######## clk_div_ctrl ########
clk_div_ctrl, the metal 3 layer:
Drawn at 10 px/µm.
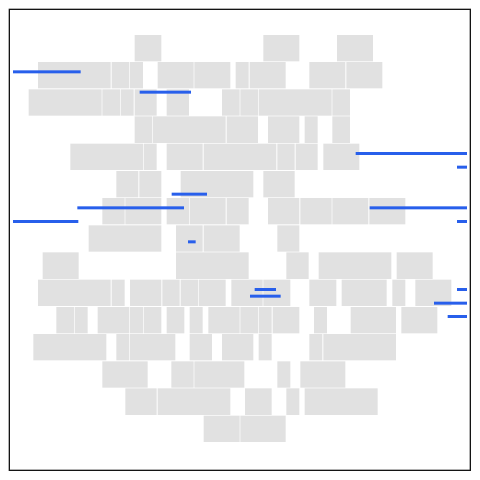

**src/rtl/clk_div_ctrl_pkg.sv**
```systemverilog
// clk_div_ctrl_pkg: shared types and defaults for the clock-divider
// reconfiguration controller.
//   clk_div_ctrl_state_e : controller FSM states
//   DEF_GATE_CYCLES      : default gate-off window before divider reset
//   DEF_SETTLE_CYCLES    : default settle window after divider reset
//   max2()               : helper used to size the shared timer
package clk_div_ctrl_pkg;

  typedef enum logic [1:0] {
    RUN    = 2'd0,
    GATE   = 2'd1,
    HOLD   = 2'd2,
    SETTLE = 2'd3
  } clk_div_ctrl_state_e;

  localparam int DEF_GATE_CYCLES   = 2;
  localparam int DEF_SETTLE_CYCLES = 4;

  function automatic int max2(input int a, input int b);
    return (a > b) ? a : b;
  endfunction

endpackage

```
**src/rtl/clk_div_ctrl_timer.sv**
```systemverilog
// clk_div_ctrl_timer: loadable down-counter that parks at zero.
//   clk_i      : clock
//   srst_i     : synchronous active-high reset (count -> 0)
//   load_i     : load load_val_i this cycle (wins over decrement)
//   load_val_i : value to load
//   zero_o     : count is zero
module clk_div_ctrl_timer #(
  parameter int W = 3
) (
  input  logic         clk_i,
  input  logic         srst_i,
  input  logic         load_i,
  input  logic [W-1:0] load_val_i,
  output logic         zero_o
);

  logic [W-1:0] cnt;

  always_ff @(posedge clk_i) begin
    if (srst_i)          cnt <= '0;
    else if (load_i)     cnt <= load_val_i;
    else if (cnt != '0)  cnt <= cnt - W'(1);
  end

  assign zero_o = (cnt == '0);

endmodule

```
**src/rtl/clk_div_ctrl.sv**
```systemverilog
// clk_div_ctrl: sequences a glitch-free divisor change on a clk_div
// instance: gate the divided clock, pulse the divider reset while the new
// divisor is applied, wait a settle window, then ungate.
//   clk_i        : divider source clock
//   srst_i       : synchronous active-high reset
//   cfg_div_i    : requested divisor
//   cfg_valid_i  : request valid (held by requester until accepted)
//   cfg_ready_o  : request can be accepted (RUN only)
//   cfg_done_o   : one-cycle pulse when a request completes
//   div_o        : divisor to the divider
//   div_rst_o    : active-high divider reset
//   gate_en_o    : downstream clock gate enable
//   busy_o       : sequence in progress
//   change_cnt_o : saturating count of completed requests
//                  (only with CLK_DIV_CTRL_CHANGE_CNT_EN defined)
// All outputs come from registers or decoded registered state.
module clk_div_ctrl
  import clk_div_ctrl_pkg::*;
#(
  parameter int DIV_WIDTH     = 4,
  parameter int GATE_CYCLES   = DEF_GATE_CYCLES,
  parameter int SETTLE_CYCLES = DEF_SETTLE_CYCLES,
  parameter int RESET_DIV     = 0
) (
  input  logic                 clk_i,
  input  logic                 srst_i,
  input  logic [DIV_WIDTH-1:0] cfg_div_i,
  input  logic                 cfg_valid_i,
  output logic                 cfg_ready_o,
  output logic                 cfg_done_o,
  output logic [DIV_WIDTH-1:0] div_o,
  output logic                 div_rst_o,
  output logic                 gate_en_o,
  output logic                 busy_o
`ifdef CLK_DIV_CTRL_CHANGE_CNT_EN
  ,
  output logic [15:0]          change_cnt_o
`endif
);

  localparam int TW = $clog2(max2(GATE_CYCLES, SETTLE_CYCLES) + 1);
  localparam logic [TW-1:0] GATE_LD   = TW'(GATE_CYCLES - 1);
  localparam logic [TW-1:0] SETTLE_LD = TW'(SETTLE_CYCLES - 1);

  if (GATE_CYCLES < 1) begin : g_bad_gate
    $error("clk_div_ctrl: GATE_CYCLES must be >= 1");
  end
  if (SETTLE_CYCLES < 1) begin : g_bad_settle
    $error("clk_div_ctrl: SETTLE_CYCLES must be >= 1");
  end
  if (RESET_DIV < 0 || RESET_DIV >= (1 << DIV_WIDTH)) begin : g_bad_rdiv
    $error("clk_div_ctrl: RESET_DIV out of range");
  end

  clk_div_ctrl_state_e state, state_n;
  logic [DIV_WIDTH-1:0] pending;
  logic                 accept, t_load, t_zero, done_n;
  logic [TW-1:0]        t_val;

  assign accept = cfg_valid_i && (state == RUN);

  clk_div_ctrl_timer #(.W(TW)) u_timer (
    .clk_i      (clk_i),
    .srst_i     (srst_i),
    .load_i     (t_load),
    .load_val_i (t_val),
    .zero_o     (t_zero)
  );

  always_ff @(posedge clk_i) begin
    if (srst_i) state <= RUN;
    else        state <= state_n;
  end

  always_comb begin
    state_n = state;
    t_load  = 1'b0;
    t_val   = '0;
    done_n  = 1'b0;
    case (state)
      RUN: begin
        if (accept) begin
          // A same-value request completes immediately without gating.
          if (cfg_div_i == div_o) begin
            done_n = 1'b1;
          end else begin
            state_n = GATE;
            t_load  = 1'b1;
            t_val   = GATE_LD;
          end
        end
      end
      GATE:   if (t_zero) state_n = HOLD;
      HOLD: begin
        state_n = SETTLE;
        t_load  = 1'b1;
        t_val   = SETTLE_LD;
      end
      SETTLE: begin
        if (t_zero) begin
          state_n = RUN;
          done_n  = 1'b1;
        end
      end
      default: state_n = RUN;
    endcase
  end

  always_ff @(posedge clk_i) begin
    if (srst_i) begin
      pending    <= '0;
      div_o      <= DIV_WIDTH'(RESET_DIV);
      cfg_done_o <= 1'b0;
    end else begin
      if (accept) pending <= cfg_div_i;
      // New divisor lands on HOLD entry, i.e. while the divider is in reset.
      if (state == GATE && state_n == HOLD) div_o <= pending;
      cfg_done_o <= done_n;
    end
  end

  assign cfg_ready_o = (state == RUN);
  assign busy_o      = (state != RUN);
  assign gate_en_o   = (state == RUN);
  assign div_rst_o   = (state == HOLD);

`ifdef CLK_DIV_CTRL_CHANGE_CNT_EN
  always_ff @(posedge clk_i) begin
    if (srst_i)                                 change_cnt_o <= '0;
    else if (done_n && change_cnt_o != 16'hFFFF) change_cnt_o <= change_cnt_o + 16'd1;
  end
`endif

endmodule

```
**config.mk**
```make
export PLATFORM = sky130hd
export DESIGN_NAME = clk_div_ctrl
export DESIGN_NICKNAME = d
export VERILOG_FILES = /design/src/rtl/clk_div_ctrl_pkg.sv /design/src/rtl/clk_div_ctrl_timer.sv /design/src/rtl/clk_div_ctrl.sv
export SDC_FILE = /design/constraint.sdc
export NUM_CORES = 1
export LEC_CHECK = 0
export CAP_MARGIN = 20
export CORE_UTILIZATION = 40
export CTS_CLUSTER_DIAMETER = 60
export DETAILED_ROUTE_END_ITERATION = 16
export GPL_TIMING_DRIVEN = 1
export PLACE_DENSITY = 0.61
export SLEW_MARGIN = 20
export SYNTH_ARGS = -nofsm -noshare
export SYNTH_HDL_FRONTEND = slang
export SYNTH_SLANG_ARGS = --single-unit
```
**constraint.sdc**
```tcl
create_clock -name clk_i -period 3 [get_ports clk_i]
set_clock_uncertainty 0.1 [all_clocks]
set_input_delay 0.45 -clock clk_i [delete_from_list [all_inputs] [get_ports clk_i]]
set_output_delay 0.45 -clock clk_i [all_outputs]
set_load 0.01 [all_outputs]
```
######## ap_window_feeder ########
### src/rtl/ap_window_feeder.sv
// Seven-sample sliding window front end for the AP detector.
// Frames restart filling; short frames raise a one-cycle flag.
module ap_window_feeder #(
  parameter int WIDTH = 8
) (
  input  logic             clk,
  input  logic             rst_n,
  input  logic             clear,
  input  logic             in_valid,
  output logic             in_ready,
  input  logic [WIDTH-1:0] in_data,
  input  logic             in_last,
  output logic             win_valid,
  input  logic             win_ready,
  output logic [WIDTH-1:0] A,
  output logic [WIDTH-1:0] B,
  output logic [WIDTH-1:0] C,
  output logic [WIDTH-1:0] D,
  output logic [WIDTH-1:0] E,
  output logic [WIDTH-1:0] F,
  output logic [WIDTH-1:0] G,
  output logic             win_last,
  output logic [15:0]      win_index,
  output logic             short_frame
);

  typedef enum logic {FILLING, FULL} state_t;

  state_t      state_q;
  state_t      state_d;
  logic [2:0]  fill_q;
  logic [2:0]  fill_d;
  logic [2:0]  fill_n;
  logic [15:0] cnt_q;
  logic [15:0] cnt_d;
  logic        acc;
  logic        emit;
  logic        wv_d;
  logic        sf_d;

  // Accept only when the held window is gone or leaving now.
  assign in_ready = rst_n & ~clear & (~win_valid | win_ready);
  assign acc      = in_valid & in_ready;
  assign fill_n   = (fill_q == 3'd7) ? 3'd7 : fill_q + 3'd1;

  // Fill state register.
  always_ff @(posedge clk or negedge rst_n) begin
    if (!rst_n) begin
      state_q <= FILLING;
      fill_q  <= 3'd0;
    end else begin
      state_q <= state_d;
      fill_q  <= fill_d;
    end
  end

  // Next fill state: frame end or clear restarts filling.
  always_comb begin
    state_d = state_q;
    fill_d  = fill_q;
    unique case (1'b1)
      clear: begin
        state_d = FILLING;
        fill_d  = 3'd0;
      end
      acc & in_last: begin
        state_d = FILLING;
        fill_d  = 3'd0;
      end
      acc & ~in_last: begin
        fill_d  = fill_n;
        state_d = (fill_n == 3'd7) ? FULL : FILLING;
      end
      default: ;
    endcase
  end

  // Handshake, frame counter and short-frame outputs.
  always_comb begin
    emit = acc & (fill_n == 3'd7);
    sf_d = ~clear & acc & in_last & (fill_n != 3'd7);
    wv_d = 1'b0;
    cnt_d = cnt_q;
    if (clear) begin
      wv_d  = 1'b0;
      cnt_d = 16'd0;
    end else begin
      wv_d = emit | (win_valid & ~win_ready);
      if (acc & in_last)
        cnt_d = 16'd0;
      else if (emit && cnt_q != 16'hFFFF)
        cnt_d = cnt_q + 16'd1;
    end
  end

  // Window shift and output registers.
  always_ff @(posedge clk or negedge rst_n) begin
    if (!rst_n) begin
      A           <= '0;
      B           <= '0;
      C           <= '0;
      D           <= '0;
      E           <= '0;
      F           <= '0;
      G           <= '0;
      cnt_q       <= 16'd0;
      win_valid   <= 1'b0;
      win_last    <= 1'b0;
      win_index   <= 16'd0;
      short_frame <= 1'b0;
    end else begin
      if (acc) begin
        A <= B;
        B <= C;
        C <= D;
        D <= E;
        E <= F;
        F <= G;
        G <= in_data;
      end
      cnt_q       <= cnt_d;
      win_valid   <= wv_d;
      short_frame <= sf_d;
      if (clear)
        win_last <= 1'b0;
      else if (emit)
        win_last <= in_last;
      if (emit)
        win_index <= cnt_q;
    end
  end

endmodule

### config.mk
export PLATFORM = sky130hd
export DESIGN_NAME = ap_window_feeder
export DESIGN_NICKNAME = d
export VERILOG_FILES = /design/src/rtl/ap_window_feeder.sv
export SDC_FILE = /design/constraint.sdc
export NUM_CORES = 1
export LEC_CHECK = 0
export CORE_MARGIN = 3
export CORE_UTILIZATION = 27
export DETAILED_ROUTE_END_ITERATION = 16
export SLEW_MARGIN = 20
export SYNTH_ARGS = -nofsm -noshare
export SYNTH_HDL_FRONTEND = slang
export SYNTH_SLANG_ARGS = --single-unit
### constraint.sdc
create_clock -name clk -period 2.25 [get_ports clk]
set_input_delay 0.45 -clock clk [delete_from_list [all_inputs] [get_ports clk]]
set_output_delay 0.45 -clock clk [all_outputs]
set_load 0.01 [all_outputs]

==> gallery <==
Cell density map.
shot_01.png
Drawn at 8 px/µm. The die is cut into 9 by 9 equal tiles; dark blue is low, red is high, 0 to 100% covered.
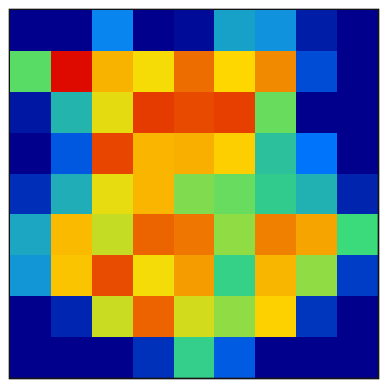
shot_02.png
Drawn at 3 px/µm. The die is cut into 13 by 13 equal tiles; dark blue is low, red is high, 0 to 100% covered.
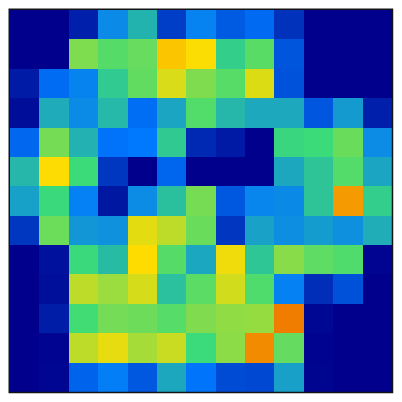
shot_02.png is ap_window_feeder.
shot_01.png is clk_div_ctrl.
- largest die: shot_02.png

clk_div_ctrl, routing congestion:
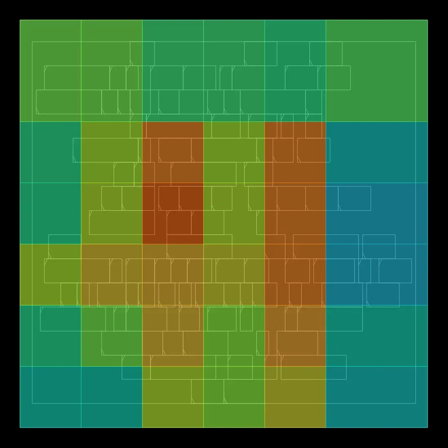
met1 usage: 24.21%
Most Crowded Layer GR: met1

clk_div_ctrl, clock network drawn from the DEF:
Drawn at 8 px/µm.
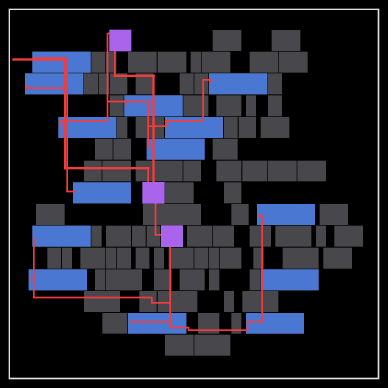
Key: flip-flops = blue [count 14]; clock drivers = purple [count 3]; clock wires = red [length 203 µm]
Position of the flops: spread over the die.

## Picture notes: 'the metal 3 layer' of clk_div_ctrl
The wires run mostly horizontal. 13 nets have wire on it. The layer carries 62.8 µm of wire. The longest straight run is 10.8 µm. The layer holds 4.0% of the routed length.

==> out/metrics.yaml, clk_div_ctrl <==
post-route-min-period_ns: 2.431
seq_cell_count: 14
drc: 0
ys_top_logic_family: "simple AND/OR/NAND/NOR gates"
final_cells: 127
wl_met2_um: 694
cts_resized: 0
drive_gt1_share_pct: 4.902
slew_viol_final: 0
buffers: 15
flop_area_um2: 280.3
worstPathCellList: "inv_1, ha_1, inv_1, clkdlybuf4s50_1"
r2r_slack_ns: 0.64
sw_frac_of_total_pct: 36.72
netlist_area_um2: 773.2
pg_comb_mw: 0.301
worst_slack_ns: 0.5689
worst_setup_path_end_kind: "primary output"
drv_cap: 0
bufAreaShareNonClock_pct: 15.50
p_switching_mw: 0.2493
cts_made_buffers: 3
die_x_um: 45.97
lay_top_count: "clkdlybuf4s50_1"
nets: 116
fp_nets: 99
io_pins: 16
met2_usage_pct: 22.82
routed_wl_um: 1576
power_density_nw_per_um2: 701.3
status: "finished, final reports clean"
whs_path_depth: 2
clock_cell_area_share_pct: 3.747
cts_tree: "built"
wl_per_cell_um: 12.41
postSynthCellCount: 86
syn_area_per_cell_um2: 8.991
rsz0062_at_grt: "no"
n_fill_cell: 174
first_pass_iters: 4
rr_endpoint: "div_o[0]"
row_count: 15
largest_cell_class: "multi-input combinational cells"
ys_sh_adder_pct: 9.709
viasPerCell: 5.181
==> clk_div_ctrl: cell usage after synthesis, drive strengths merged <==
| cell | count | area (µm²) |
|---|---|---|
| dfxtp | 14 | 280.3 |
| nand2b | 9 | 56.30 |
| inv | 8 | 30.03 |
| a21oi | 6 | 30.03 |
| ha | 6 | 75.07 |
| nand2 | 6 | 22.52 |
| nand3 | 5 | 25.02 |
| xnor2 | 5 | 43.79 |
| mux2i | 4 | 40.04 |
| nor2 | 3 | 11.26 |
| a211o | 2 | 17.52 |
| a211oi | 2 | 27.53 |
| buf | 2 | 18.77 |
| nor3 | 2 | 10.01 |
| nor3b | 2 | 15.01 |
| a2111oi | 1 | 8.760 |
| a41oi | 1 | 8.760 |
| clkbuf | 1 | 3.750 |
| nand4 | 1 | 6.260 |
| nor2b | 1 | 6.260 |
| o211ai | 1 | 7.510 |
| o21ai | 1 | 5.000 |
| o22ai | 1 | 6.260 |
| or3b | 1 | 8.760 |
| xor2 | 1 | 8.760 |
==> clk_div_ctrl: critical path, delay by kind of cell, from the launching register on <==
family	cells	cell delay [ns]
fa+ha+maj	1	0.42
flops	1	0.34
buf+inv	3	0.83
ap_window_feeder, routing congestion:
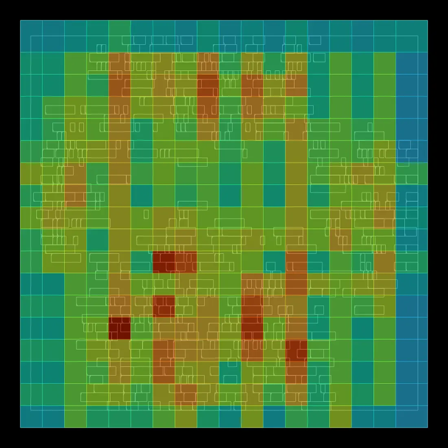
Avg WL per Cell: 13.97 µm
Most Crowded Layer GR: met2

ap_window_feeder, signal wires on met4:
Drawn at 3 px/µm. Supply wires on this layer in grey.
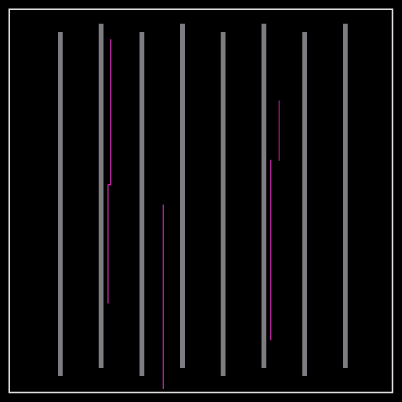
The layer holds 2.4% of the routed length. The longest straight run is 61.2 µm.

==> out/metrics.yaml, ap_window_feeder <==
cp.required_ns: 1.80
viasPerCell: 4.526
yosys_warnings: 0
cts_made_buffers: 9
cts.htree.levels: 3
worstPathCellList: "clkdlybuf4s50_1, nand2b_2, and3b_1, clkdlybuf4s50_1"
clockBufferDepth: 2
crit_family: "buffers and inverters"
antennaDiodeCount: 0
grt_pass1_wl_um: 16320
vdd_drop_max_mv: 0.3843
dp_hpwl_um: 6761
track_usage_pct: 12.64
crit_path_end: "in_ready"
use_met3_pct: 3.094
ff_type: "dfrtp_1"
setup.worst_path.start_class: "input pin"
fp-utilization_pct: 28.05
gp_routability_congestion: 0.8157
finalSetupViolations: 0
cp.arrival_ns: 1.73
worst_slack_ns: 0.06777
clk_pin_slew_ns: 0.07
area_delta_synth_final_pct: 36.76
power_density_nw_per_um2: 825.4
num_vias: 3078
synth_flops: 94
synth-edff-count: 0
n_fill_cell: 1391
row_count: 43
ys_top_logic_family: "simple AND/OR/NAND/NOR gates"
warnings: 26
power_mw: 4.480
postSynthCellCount: 398
ys_sh_adder_pct: 0.6305
post_cts_buffers: 0
reg_top3: "cnt_q (16), win_index (16)"
finalHoldViolCount: 0
wl_met2_um: 4534
grt_max_degree: 61
yosys.area_share.aoi_pct: 5.139
area_leaders: "dfrtp_1 59%, nand2_1 17%, mux2_2 4.0%, xnor2_1 1.8%, nor2_1 1.5%"
flop_area_um2: 2352
yosysMostFrequentCell: "nand2_1"
final_cells: 680
design_area_um2: 5428
final-comb-area_um2: 1505
status: "finished, final reports clean"
rr_endpoint: "cnt_q[13]"
drc: 0
ys_area_um2: 3969
ys_sh_xor_pct: 1.986
worstSetupPathType: "input pin to primary output"
path_max_fanout: 4
ap_window_feeder: cell type report:
| type | instances | area share [%] |
|---|---|---|
| clock buffers | 9 | 4.149 |
| inverters | 3 | 0.2075 |
| well taps | 180 | 4.149 |
| flip-flops and latches | 94 | 43.34 |
| multi-input cells | 282 | 27.73 |
| clock inverters | 7 | 1.337 |
| repair buffers | 105 | 19.09 |
ap_window_feeder: placed cells by master (no fill, tap or decap), types with 2 or more instances in the layout:
cell and count:
a211oi_1 2, a21oi_1 7, buf_12 2, buf_4 14, clkbuf_16 9, clkdlybuf4s50_1 88, clkinv_2 2, clkinvlp_4 2
dfrtp_1 94, ha_1 2, inv_1 2, mux2_2 14, mux2i_1 2, nand2_1 178, nand3_1 5, nand4_1 4
nor2_1 16, nor4_1 3, nor4b_1 3, o21ai_0 2, o31ai_1 7, or4_1 5, xnor2_1 8
ap_window_feeder: power by group:
part / leakage (nW) / internal [mW] / switching, mW
Sequential: 1.27 / 1.91 / 0.176
Clock: 0.142 / 0.863 / 0.662
Combinational: 1.17 / 0.485 / 0.383
ap_window_feeder: repair_timing:
item,CTS,global route
hold endpoints to repair,5,0
endpoints found under the setup margin,0,0
hold buffers,1,0


## Gallery

Wires at chosen ports, followed through buffers.
image #1
Drawn at 6 px/µm.
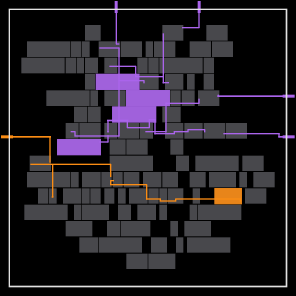
image #2
Drawn at 2 px/µm.
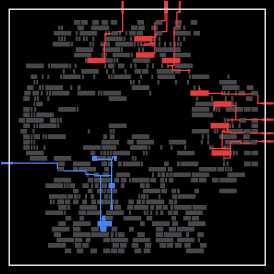
| from | picture |
|---|---|
| clk_div_ctrl | image #1 |
| ap_window_feeder | image #2 |

Key to image #2:
Key: clear = blue [bits 1, direction input, end cells 8, buffers 2, wire 124 µm]; C = red [bits 8, direction output, end cells 8, buffers 8, wire 272 µm]

Power figures rest on the tool's default switching activity, not on a simulated workload.
